=== seven_seg_scan ===
==> seven_seg_scan/port_trees.png <==
The bar under the picture is 20 um long.
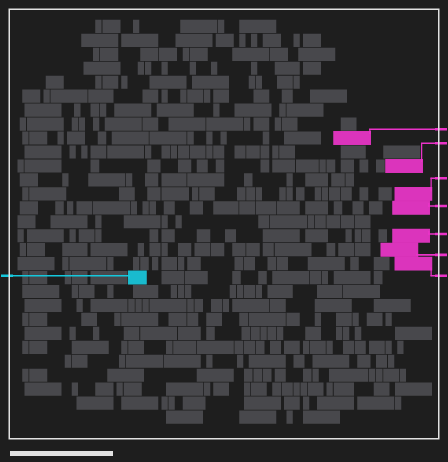

[src/rtl/seven_seg_pkg.sv]
// Shared constants and the hex-to-segment decode table for the multiplexed
// 7-segment display driver.
package seven_seg_pkg;

  localparam int MAX_DIGITS = 8;
  localparam int IDX_W      = $clog2(MAX_DIGITS);

  // Active-high segment patterns, bit 6 = segment a.
  localparam logic [6:0] SEG_OFF = 7'h00;
  localparam logic [6:0] SEG_TABLE [16] = '{
    7'h7E, 7'h30, 7'h6D, 7'h79, 7'h33, 7'h5B, 7'h5F, 7'h70,
    7'h7F, 7'h7B, 7'h77, 7'h1F, 7'h4E, 7'h3D, 7'h4F, 7'h47
  };

  function automatic logic [6:0] seg_decode(input logic [3:0] nibble);
    return SEG_TABLE[nibble];
  endfunction

endpackage

[src/rtl/hex_to_seg7.sv]
// Combinational nibble to active-high 7-segment pattern.
module hex_to_seg7
  import seven_seg_pkg::*;
(
  input  logic [3:0] i_nibble,
  output logic [6:0] o_seg
);

  assign o_seg = seg_decode(i_nibble);

endmodule

[src/rtl/seven_seg_scan.sv]
// Time-multiplexed hex display driver: scans one digit per refresh slot with
// dead time, leading-zero suppression and optional frame-synchronous updates.
module seven_seg_scan
  import seven_seg_pkg::*;
#(
  parameter int NUM_DIGITS     = 4,
  parameter int REFRESH_DIV    = 50000,
  parameter int DEADTIME       = 2,
  parameter bit SYNC_UPDATE    = 1'b1,
  parameter bit ACTIVE_LOW_SEG = 1'b1,
  parameter bit ACTIVE_LOW_AN  = 1'b1
) (
  input  logic                    clk,
  input  logic                    reset,
  input  logic [4*NUM_DIGITS-1:0] value,
  input  logic [NUM_DIGITS-1:0]   dp_in,
  input  logic [NUM_DIGITS-1:0]   blank_in,
  input  logic                    lz_suppress,
  input  logic                    load,
  output logic [6:0]              seg,
  output logic                    dp,
  output logic [NUM_DIGITS-1:0]   an,
  output logic [IDX_W-1:0]        digit_idx,
  output logic                    frame_done
);

  localparam int                    CNT_W    = $clog2(REFRESH_DIV);
  localparam logic [CNT_W-1:0]      CNT_LAST = CNT_W'(REFRESH_DIV - 1);
  localparam logic [IDX_W-1:0]      IDX_LAST = IDX_W'(NUM_DIGITS - 1);
  localparam logic [6:0]            SEG_IDLE = ACTIVE_LOW_SEG ? ~SEG_OFF : SEG_OFF;
  localparam logic                  DP_IDLE  = ACTIVE_LOW_SEG;
  localparam logic [NUM_DIGITS-1:0] AN_IDLE  = ACTIVE_LOW_AN ? '1 : '0;

  logic [CNT_W-1:0]        r_cnt;
  logic [IDX_W-1:0]        r_idx;
  logic [4*NUM_DIGITS-1:0] r_disp_val;
  logic [NUM_DIGITS-1:0]   r_disp_dp;
  logic [NUM_DIGITS-1:0]   r_disp_blank;

  logic [6:0]              r_seg;
  logic                    r_dp;
  logic [NUM_DIGITS-1:0]   r_an;
  logic [IDX_W-1:0]        r_digit_idx;
  logic                    r_frame_done;

  logic                    w_slot_end;
  logic                    w_frame_end;
  logic [3:0]              w_nibble;
  logic                    w_dp_bit;
  logic                    w_blank_bit;
  logic                    w_lz_dark;
  logic                    w_dark;
  logic                    w_dead;
  logic [6:0]              w_seg_raw;
  logic [NUM_DIGITS-1:0]   w_an_raw;

  assign w_slot_end  = (r_cnt == CNT_LAST);
  assign w_frame_end = w_slot_end && (r_idx == IDX_LAST);

  // NOTE: state registers use non-blocking assignments so every flop samples
  // pre-edge values regardless of block evaluation order.
  always_ff @(posedge clk) begin
    if (reset) begin
      r_cnt <= '0;
      r_idx <= '0;
    end else if (w_slot_end) begin
      r_cnt <= '0;
      r_idx <= (r_idx == IDX_LAST) ? '0 : r_idx + 1'b1;
    end else begin
      r_cnt <= r_cnt + 1'b1;
    end
  end

  generate
    if (SYNC_UPDATE) begin : g_sync
      logic [4*NUM_DIGITS-1:0] r_pend_val;
      logic [NUM_DIGITS-1:0]   r_pend_dp;
      logic [NUM_DIGITS-1:0]   r_pend_blank;
      logic                    r_pend;

      // A load on the frame-end edge overwrites pending after the old pending
      // data has been taken, so it waits for the following boundary.
      always_ff @(posedge clk) begin
        if (reset) begin
          r_disp_val   <= '0;
          r_disp_dp    <= '0;
          r_disp_blank <= '0;
          r_pend_val   <= '0;
          r_pend_dp    <= '0;
          r_pend_blank <= '0;
          r_pend       <= 1'b0;
        end else begin
          if (w_frame_end && r_pend) begin
            r_disp_val   <= r_pend_val;
            r_disp_dp    <= r_pend_dp;
            r_disp_blank <= r_pend_blank;
          end
          if (load) begin
            r_pend_val   <= value;
            r_pend_dp    <= dp_in;
            r_pend_blank <= blank_in;
            r_pend       <= 1'b1;
          end else if (w_frame_end) begin
            r_pend       <= 1'b0;
          end
        end
      end
    end else begin : g_direct
      always_ff @(posedge clk) begin
        if (reset) begin
          r_disp_val   <= '0;
          r_disp_dp    <= '0;
          r_disp_blank <= '0;
        end else if (load) begin
          r_disp_val   <= value;
          r_disp_dp    <= dp_in;
          r_disp_blank <= blank_in;
        end
      end
    end
  endgenerate

  // NOTE: every variable gets a default before the loop so no path leaves it
  // unassigned and no latch is inferred.
  always_comb begin
    logic upper_zero;
    upper_zero  = 1'b1;
    w_nibble    = '0;
    w_dp_bit    = 1'b0;
    w_blank_bit = 1'b0;
    w_lz_dark   = 1'b0;
    for (int i = NUM_DIGITS - 1; i >= 0; i--) begin
      upper_zero = upper_zero && (r_disp_val[4*i +: 4] == 4'h0);
      if (r_idx == IDX_W'(i)) begin
        w_nibble    = r_disp_val[4*i +: 4];
        w_dp_bit    = r_disp_dp[i];
        w_blank_bit = r_disp_blank[i];
        w_lz_dark   = (i != 0) && upper_zero;
      end
    end
  end

  assign w_dark = w_blank_bit || (lz_suppress && w_lz_dark);
  assign w_dead = int'(r_cnt) < DEADTIME;

  hex_to_seg7 u_hex_to_seg7 (
    .i_nibble (w_nibble),
    .o_seg    (w_seg_raw)
  );

  always_comb begin
    w_an_raw = '0;
    if (!w_dark && !w_dead) w_an_raw = NUM_DIGITS'(1) << r_idx;
  end

  always_ff @(posedge clk) begin
    if (reset) begin
      r_seg        <= SEG_IDLE;
      r_dp         <= DP_IDLE;
      r_an         <= AN_IDLE;
      r_digit_idx  <= '0;
      r_frame_done <= 1'b0;
    end else begin
      r_seg        <= (w_dark ? SEG_OFF : w_seg_raw) ^ {7{ACTIVE_LOW_SEG}};
      r_dp         <= (w_dark ? 1'b0 : w_dp_bit) ^ ACTIVE_LOW_SEG;
      r_an         <= w_an_raw ^ {NUM_DIGITS{ACTIVE_LOW_AN}};
      r_digit_idx  <= r_idx;
      r_frame_done <= w_frame_end;
    end
  end

  assign seg        = r_seg;
  assign dp         = r_dp;
  assign an         = r_an;
  assign digit_idx  = r_digit_idx;
  assign frame_done = r_frame_done;

endmodule

[config.mk]
export PLATFORM = sky130hd
export DESIGN_NAME = seven_seg_scan
export DESIGN_NICKNAME = d
export VERILOG_FILES = /design/src/rtl/seven_seg_pkg.sv /design/src/rtl/hex_to_seg7.sv /design/src/rtl/seven_seg_scan.sv
export SDC_FILE = /design/constraint.sdc
export NUM_CORES = 1
export LEC_CHECK = 0
export ABC_CLOCK_PERIOD_IN_PS = 5740
export CORE_UTILIZATION = 55
export DETAILED_ROUTE_END_ITERATION = 16
export DONT_BUFFER_PORTS = 1
export HOLD_SLACK_MARGIN = 0.12
export PLACE_DENSITY = 0.74
export SYNTH_ARGS = -nofsm -noshare
export SYNTH_HDL_FRONTEND = slang
export SYNTH_SLANG_ARGS = --single-unit
[constraint.sdc]
create_clock -name clk -period 5.74 [get_ports clk]
set_input_delay 1.435 -clock clk [delete_from_list [all_inputs] [get_ports clk]]
set_output_delay 1.435 -clock clk [all_outputs]
set_load 0.005 [all_outputs]
=== up3_prog_loader_flat ===
<file path="src/rtl/up3_loader_pkg.sv">
// Shared types for the UP3 program loader: state encoding, error codes, length helper.
// UP3_LOADER_VERIFY_EN adds the read-back VERIFY state.
package up3_loader_pkg;

   typedef enum logic [2:0] {
      ST_IDLE   = 3'd0,
      ST_LOAD   = 3'd1,
`ifdef UP3_LOADER_VERIFY_EN
      ST_VERIFY = 3'd2,
`endif
      ST_DONE   = 3'd3,
      ST_ERROR  = 3'd4
   } loader_state_t;

   localparam logic [1:0] ERR_NONE    = 2'b00;
   localparam logic [1:0] ERR_TIMEOUT = 2'b01;
   localparam logic [1:0] ERR_VERIFY  = 2'b10;

   // A zero length stands for the full 2**addr_w address space.
   function automatic logic [15:0] eff_len(input logic [15:0] len, input int addr_w);
      return (len == 16'd0) ? 16'(1 << addr_w) : len;
   endfunction

endpackage

</file>
<file path="src/rtl/up3_prog_loader_if.sv">
// Byte-stream input, RAM write port and status bundle of the UP3 program loader.
// master = loader side, slave = byte source / RAM / CPU side.
interface up3_prog_loader_if #(
   parameter int ADDR_W = 8,
   parameter int DATA_W = 8
);
   logic              start;
   logic [ADDR_W-1:0] base;
   logic [ADDR_W-1:0] len;
   logic              in_valid;
   logic [DATA_W-1:0] in_data;
   logic              in_ready;
   logic [ADDR_W-1:0] ram_addr;
   logic [DATA_W-1:0] ram_data;
   logic              ram_wren;
   logic [DATA_W-1:0] ram_q;
   logic              cpu_hold;
   logic              done;
   logic              error;
   logic [1:0]        err_code;
   logic [DATA_W-1:0] checksum;

   modport master (
      input  start, base, len, in_valid, in_data, ram_q,
      output in_ready, ram_addr, ram_data, ram_wren, cpu_hold, done, error, err_code, checksum
   );

   modport slave (
      output start, base, len, in_valid, in_data, ram_q,
      input  in_ready, ram_addr, ram_data, ram_wren, cpu_hold, done, error, err_code, checksum
   );
endinterface

</file>
<file path="src/rtl/up3_load_timer.sv">
// Idle-cycle counter: clears on clr, counts while en, saturates; expire on the TIMEOUT_CYCLES-th idle cycle.
// Latency: expire is combinational from the registered count. TIMEOUT_CYCLES=0 never expires.
module up3_load_timer #(
   parameter int TIMEOUT_CYCLES = 1024
) (
   input  logic clk,
   input  logic rst_n,
   input  logic clr,
   input  logic en,
   output logic expire
);
   generate
      if (TIMEOUT_CYCLES == 0) begin : g_off
         logic unused_in;
         assign unused_in = clr ^ en;
         assign expire    = 1'b0;
      end else begin : g_on
         localparam int CW = (TIMEOUT_CYCLES > 1) ? $clog2(TIMEOUT_CYCLES) : 1;
         localparam logic [CW-1:0] LAST = CW'(TIMEOUT_CYCLES - 1);
         logic [CW-1:0] cnt;

         always_ff @(posedge clk or negedge rst_n) begin
            if (!rst_n)                   cnt <= '0;
            else if (clr)                 cnt <= '0;
            else if (en && cnt != LAST)   cnt <= cnt + CW'(1);
         end

         assign expire = en && (cnt == LAST);
      end
   endgenerate
endmodule

</file>
<file path="src/rtl/up3_prog_loader.sv">
// UP3 RAM loader: writes a byte stream from base upward, holds the CPU until done (UP3_LOADER_VERIFY_EN adds read-back).
// Latency: each accepted byte is written 1 cycle later; done rises 1 cycle after the last write (+len+1 with VERIFY).
// Backpressure: in_ready depends only on registered state; it drops once len bytes are accepted.
module up3_prog_loader
   import up3_loader_pkg::*;
#(
   parameter int ADDR_W         = 8,
   parameter int DATA_W         = 8,
   parameter int TIMEOUT_CYCLES = 1024
) (
   input  logic              clk,
   input  logic              reset,
   up3_prog_loader_if.master bus
);
   localparam int CNT_W = ADDR_W + 1;

   loader_state_t     state;
   logic [ADDR_W-1:0] base_r, ram_addr_r;
   logic [CNT_W-1:0]  len_r, idx;
   logic [DATA_W-1:0] ram_data_r, sum_r;
   logic              ram_wren_r, cpu_hold_r, done_r, error_r;
   logic [1:0]        err_code_r;
   logic              in_ready_c, accept, start_ok, expire;

   assign in_ready_c = (state == ST_LOAD) && (idx != len_r);
   assign accept     = bus.in_valid && in_ready_c;
   assign start_ok   = bus.start && (state == ST_IDLE || state == ST_DONE || state == ST_ERROR);

   up3_load_timer #(.TIMEOUT_CYCLES(TIMEOUT_CYCLES)) u_timer (
      .clk    (clk),
      .rst_n  (reset),
      .clr    (accept || start_ok),
      .en     (state == ST_LOAD),
      .expire (expire)
   );

`ifdef UP3_LOADER_VERIFY_EN
   logic [DATA_W-1:0] vsum, vsum_next;
   assign vsum_next = vsum + bus.ram_q;
`else
   logic unused_ram_q;
   assign unused_ram_q = ^bus.ram_q;
`endif

   always_ff @(posedge clk or negedge reset) begin
      if (!reset) begin
         state      <= ST_IDLE;
         base_r     <= '0;
         len_r      <= '0;
         idx        <= '0;
         sum_r      <= '0;
         ram_addr_r <= '0;
         ram_data_r <= '0;
         ram_wren_r <= 1'b0;
         cpu_hold_r <= 1'b1;
         done_r     <= 1'b0;
         error_r    <= 1'b0;
         err_code_r <= ERR_NONE;
`ifdef UP3_LOADER_VERIFY_EN
         vsum       <= '0;
`endif
      end else begin
         ram_wren_r <= 1'b0;
         if (start_ok) begin
            state      <= ST_LOAD;
            base_r     <= bus.base;
            len_r      <= CNT_W'(eff_len(16'(bus.len), ADDR_W));
            idx        <= '0;
            sum_r      <= '0;
            cpu_hold_r <= 1'b1;
            done_r     <= 1'b0;
            error_r    <= 1'b0;
            err_code_r <= ERR_NONE;
         end else begin
            case (state)
               ST_LOAD: begin
                  if (accept) begin
                     ram_wren_r <= 1'b1;
                     ram_addr_r <= base_r + idx[ADDR_W-1:0];
                     ram_data_r <= bus.in_data;
                     sum_r      <= sum_r + bus.in_data;
                     idx        <= idx + CNT_W'(1);
                  end else if (idx == len_r) begin
                     // Reached in the cycle the final write is on the RAM port.
`ifdef UP3_LOADER_VERIFY_EN
                     state      <= ST_VERIFY;
                     ram_addr_r <= base_r;
                     idx        <= '0;
                     vsum       <= '0;
`else
                     state      <= ST_DONE;
                     done_r     <= 1'b1;
                     cpu_hold_r <= 1'b0;
`endif
                  end else if (expire) begin
                     state      <= ST_ERROR;
                     error_r    <= 1'b1;
                     err_code_r <= ERR_TIMEOUT;
                  end
               end
`ifdef UP3_LOADER_VERIFY_EN
               ST_VERIFY: begin
                  // ram_q in cycle idx is the byte at the address presented in cycle idx-1.
                  if (idx == len_r) begin
                     if (vsum_next == sum_r) begin
                        state      <= ST_DONE;
                        done_r     <= 1'b1;
                        cpu_hold_r <= 1'b0;
                     end else begin
                        state      <= ST_ERROR;
                        error_r    <= 1'b1;
                        err_code_r <= ERR_VERIFY;
                     end
                  end else begin
                     if (idx != '0) vsum <= vsum_next;
                     ram_addr_r <= base_r + idx[ADDR_W-1:0] + ADDR_W'(1);
                     idx        <= idx + CNT_W'(1);
                  end
               end
`endif
               default: ;
            endcase
         end
      end
   end

   assign bus.in_ready = in_ready_c;
   assign bus.ram_addr = ram_addr_r;
   assign bus.ram_data = ram_data_r;
   assign bus.ram_wren = ram_wren_r;
   assign bus.cpu_hold = cpu_hold_r;
   assign bus.done     = done_r;
   assign bus.error    = error_r;
   assign bus.err_code = err_code_r;
   assign bus.checksum = sum_r;
endmodule

</file>
<file path="src/flat_wrapper.sv">
// flat-port wrapper written by rule: the top's interface ports become plain ports
module up3_prog_loader_flat import up3_loader_pkg::*;
#(
   parameter int ADDR_W         = 8,
   parameter int DATA_W         = 8,
   parameter int TIMEOUT_CYCLES = 1024
)
  (clk, reset, bus_start, bus_base, bus_len, bus_in_valid, bus_in_data, bus_ram_q, bus_in_ready, bus_ram_addr, bus_ram_data, bus_ram_wren, bus_cpu_hold, bus_done, bus_error, bus_err_code, bus_checksum);
  up3_prog_loader_if #(.ADDR_W(ADDR_W), .DATA_W(DATA_W)) bus_i ();
  input  logic clk;
  input  logic reset;
  input wire logic [$bits(bus_i.start)-1:0] bus_start;
  input wire logic [$bits(bus_i.base)-1:0] bus_base;
  input wire logic [$bits(bus_i.len)-1:0] bus_len;
  input wire logic [$bits(bus_i.in_valid)-1:0] bus_in_valid;
  input wire logic [$bits(bus_i.in_data)-1:0] bus_in_data;
  input wire logic [$bits(bus_i.ram_q)-1:0] bus_ram_q;
  output wire logic [$bits(bus_i.in_ready)-1:0] bus_in_ready;
  output wire logic [$bits(bus_i.ram_addr)-1:0] bus_ram_addr;
  output wire logic [$bits(bus_i.ram_data)-1:0] bus_ram_data;
  output wire logic [$bits(bus_i.ram_wren)-1:0] bus_ram_wren;
  output wire logic [$bits(bus_i.cpu_hold)-1:0] bus_cpu_hold;
  output wire logic [$bits(bus_i.done)-1:0] bus_done;
  output wire logic [$bits(bus_i.error)-1:0] bus_error;
  output wire logic [$bits(bus_i.err_code)-1:0] bus_err_code;
  output wire logic [$bits(bus_i.checksum)-1:0] bus_checksum;
  assign bus_i.start = bus_start;
  assign bus_i.base = bus_base;
  assign bus_i.len = bus_len;
  assign bus_i.in_valid = bus_in_valid;
  assign bus_i.in_data = bus_in_data;
  assign bus_i.ram_q = bus_ram_q;
  assign bus_in_ready = bus_i.in_ready;
  assign bus_ram_addr = bus_i.ram_addr;
  assign bus_ram_data = bus_i.ram_data;
  assign bus_ram_wren = bus_i.ram_wren;
  assign bus_cpu_hold = bus_i.cpu_hold;
  assign bus_done = bus_i.done;
  assign bus_error = bus_i.error;
  assign bus_err_code = bus_i.err_code;
  assign bus_checksum = bus_i.checksum;
  up3_prog_loader #(.ADDR_W(ADDR_W), .DATA_W(DATA_W), .TIMEOUT_CYCLES(TIMEOUT_CYCLES)) u_core (.clk(clk), .reset(reset), .bus(bus_i));
endmodule
</file>
<file path="config.mk">
export PLATFORM = sky130hd
export DESIGN_NAME = up3_prog_loader_flat
export DESIGN_NICKNAME = d
export VERILOG_FILES = /design/src/rtl/up3_loader_pkg.sv /design/src/rtl/up3_prog_loader_if.sv /design/src/rtl/up3_load_timer.sv /design/src/rtl/up3_prog_loader.sv /design/src/flat_wrapper.sv
export SDC_FILE = /design/constraint.sdc
export NUM_CORES = 1
export LEC_CHECK = 0
export CORE_MARGIN = 1
export CORE_UTILIZATION = 56
export DETAILED_ROUTE_END_ITERATION = 7
export GPL_ROUTABILITY_DRIVEN = 0
export PLACE_DENSITY = 0.82
export SLEW_MARGIN = 5
export SYNTH_ARGS = -nofsm -noshare
export SYNTH_HDL_FRONTEND = slang
export SYNTH_SLANG_ARGS = --single-unit
</file>
<file path="constraint.sdc">
create_clock -name clk -period 2.9 [get_ports clk]
set_input_delay 0.87 -clock clk [delete_from_list [all_inputs] [get_ports clk]]
set_output_delay 0.87 -clock clk [all_outputs]
set_load 0.01 [all_outputs]
</file>
==> seven_seg_scan/closeup.png <==
The bar under the picture is 10 um long. Region (8, 8) to (33, 33) um. Cells in gray, sequential cells in the stronger gray; small squares are vias.
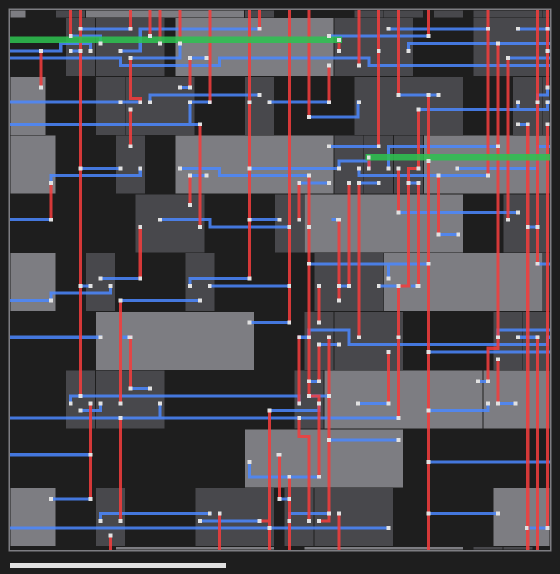
layer	color
M1	blue
M3	green
M2	red
sequential cells in the window	8
cells with their middle in the window	37
netlist names of flops here include	`r_disp_val` (5), `r_idx` (2)
most frequent	nand2_1 (11), dfxtp_1 (8), a21oi_2 (6)

About seven_seg_scan/port_trees.png:
port	color	bits	direction	edge	end cells	wire
`lz_suppress`	cyan	1	input	left	1	23.3 um
`seg`	magenta	7	output	right	7	35.2 um

==> flow_metrics.py, seven_seg_scan <==
# Generated from Yosys and OpenROAD reports
metrics = {
    "floorplanning": {
        "die_w_um": 83.4,
        "core_area_sq_mm": 0.00639,
    },
    "detailed_routing": {
        "first_pass_iters": 4,
        "vias": 2685,
        "wl_met2_um": 3040,
    },
    "sta": {
        "worst_clock_skew_ns": 0.00709,
        "drv_slew": 0,
        "fin_hold_ws_ns": 0.466,
        "tightest_slew_ns": 0.951,
        "finalCritPeriodShare_pct": 48.8,
    },
    "clock_tree": {
        "cts_buffers": 9,
        "clock-sinks": 84,
        "clk_pin_slew_ns": 0.08,
        "cts_buffer_depth": 2,
    },
    "yosys": {
        "common_cells": "84 x dfxtp_1, 69 x nand2_1, 55 x nor2_1",
        "adder_share_pct": 3.77,
        "yosys.area_share.aoi_pct": 11.9,
        "edf_count": 0,
    },
    "finish": {
        "fin_util_pct": 59.5,
        "nClkBuffers": 13,
        "mostFrequentLayoutCells": "84 x dfxtp_1, 69 x nand2_1, 55 x nor2_1, 25 x mux2i_1, 20 x a21oi_2",
        "regArea_sq_mm": 0.00168,
        "sh_seq_area_pct": 44.3,
        "top_regs": "g_sync.r_pend_val (16), r_cnt (16), r_disp_val (16)",
        "buffers": 1,
        "final_cell_area_sq_mm": 0.00380,
        "fin_nets": 439,
        "nFillCells": 573,
        "ff_count": 84,
    },
    "placed_design": {
        "io_buffers": 0,
        "pre_cts_ws_ns": 2.93,
        "dp_cells": 466,
    },
    "critical_path": {
        "r2r_cells": 10,
        "path_max_fanout": 15,
        "reg2reg_slack_ns": 2.94,
        "r2r_end": "seg[6]",
    },
    "power_and_ir_drop": {
        "finalPower_uw": 993,
    },
    "outcome": {
        "status": "completed",
    },
    "hold_path": {
        "hold_depth": 2,
    },
    "grt": {
        "grt_util_met3_pct": 5.77,
        "grt_pass1_vias": 2445,
        "grt_antenna_before_repair": 0,
        "grt_use_total_pct": 20.9,
    },
    "job": {
        "maxCapViolations": 0,
    },
}
[seven_seg_scan: power by group through the flow]
stage / logic (uW) / clock network, uW / registers (uW)
detailed placement: 28.1 / 0 / 620
global route: 31.4 / 393 / 608
floorplan: 34.4 / 0 / 617
finish: 28.1 / 358 / 606
global placement: 26.9 / 0 / 620
CTS: 28.3 / 370 / 606
[seven_seg_scan: worst max-delay path, cell delays in order, from the launching register on]
cell and delay (ns):
dfxtp_1 0.35, inv_1 0.13, ha_1 0.47, nor2_1 0.07, a22o_1 0.21, a31oi_1 0.29, nand2_1 0.21, ha_1 0.27
or4_1 0.50, o31ai_1 0.08, o21ai_0 0.11
==> up3_prog_loader_flat/port_trees.png <==
The bar under the picture is 20 um long.
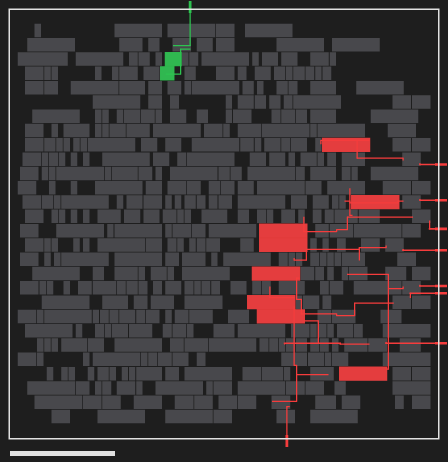
port	color	bits	direction	edge	end cells	wire
`bus_checksum`	red	8	output	7 right, 1 bottom	8	246 um
`bus_start`	green	1	input	top	2	19.1 um
Port Buffers: 57
I/O Pins: 67

==> up3_prog_loader_flat/gates.png <==
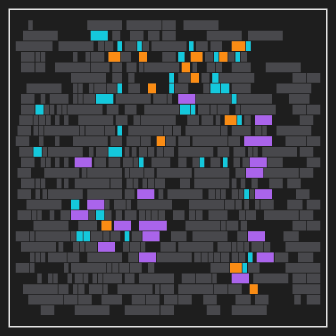
family	color	cells	most used
nor cells	cyan	34	nor2_1
and/or cells	orange	13	and3_1
fa/ha/maj cells	purple	18	ha_1
combinational share of cell area: 39.9%
non-filler cells, final: 506

==> flow_metrics.py, up3_prog_loader_flat <==
# Generated from Yosys and OpenROAD reports
metrics = {
    "detailed_routing": {
        "dr.first_iter.drc_count": 149,
        "wl_met2_um": 3560,
        "top_layer": "met4",
    },
    "clock_tree": {
        "clk_latency_ns": 0.35,
        "ctsResizeCount": 2,
        "postCtsHoldBufs": 0,
        "cts_tree": "yes",
    },
    "finish": {
        "antenna_cells": 0,
        "fin_util_pct": 73.2,
        "logic_gates": 274,
        "layout-drive-gt1-share_pct": 10.2,
    },
    "grt": {
        "grt_busiest_layer": "met2",
        "grt_util_met1_pct": 30.9,
        "grt_util_met3_pct": 4.94,
    },
    "yosys": {
        "synth_top_flop_cell": "dfrtp_1",
        "postSynth.asyncResetShare_pct": 100,
    },
    "outcome": {
        "status": "completed",
    },
    "floorplanning": {
        "rows": 28,
    },
    "critical_path": {
        "crit_type": "flip-flop to output pin",
    },
    "placed_design": {
        "place_area_sq_mm": 0.00419,
    },
    "power_and_ir_drop": {
        "clock_power_uw": 718,
    },
}
==> up3_prog_loader_flat: worst max-delay path by stage <==
stage,from,endpoint,slack [ns],cells past startpoint
2_1_floorplan,bus_in_data[0],u_core.bus.checksum[6],0.70,7
3_3_place_gp,bus_in_data[0],u_core.bus.checksum[6],0.11,8
3_5_place_dp,bus_in_data[0],u_core.bus.checksum[6],0.1,8
4_1_cts,u_core.idx[3],bus_in_ready,0.15,5
5_1_grt,u_core.idx[3],bus_in_ready,0.06,5
6_report,u_core.idx[6],bus_in_ready,0.16,5


==> notes/layouts.md <==
Pictures saved along the way, in no particular order.

Sequential cells grouped by signal name.
The bar under the picture is 20 um long. Other sequential cells in the stronger gray, the rest of the logic in the fainter gray.
panel A
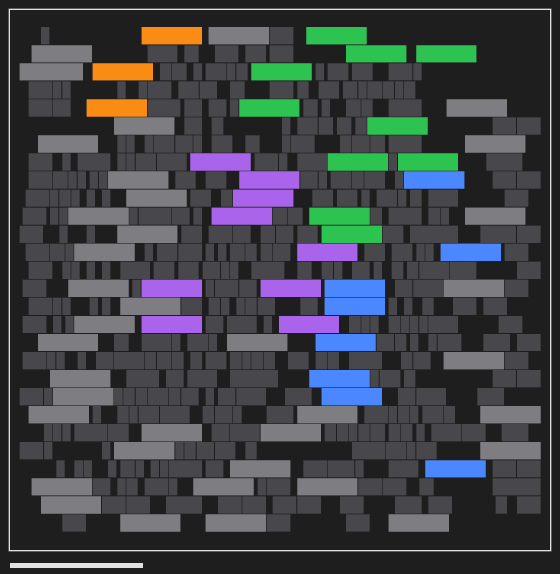
panel B
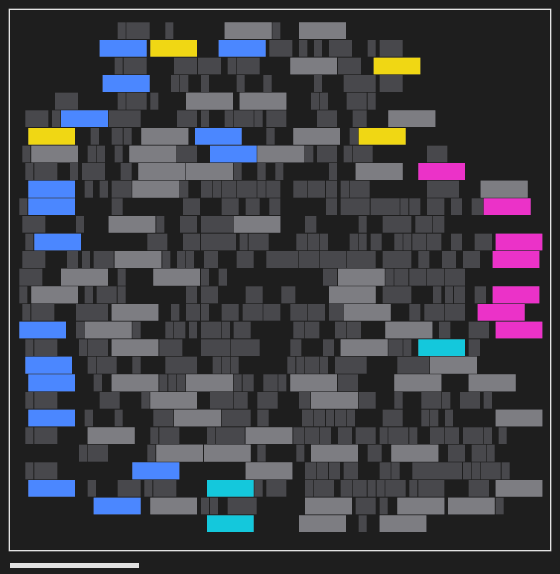
- most sequential cells: panel B
panel B: seven_seg_scan
panel A: up3_prog_loader_flat

Key to panel A:
signal	color	placed flops
`u_core.bus.checksum`	blue	8
`u_core.u_timer.g_on.cnt`	green	10
`u_core.idx`	purple	9
`u_core.state`	orange	3

Power is estimated from default activity; no workload was simulated.
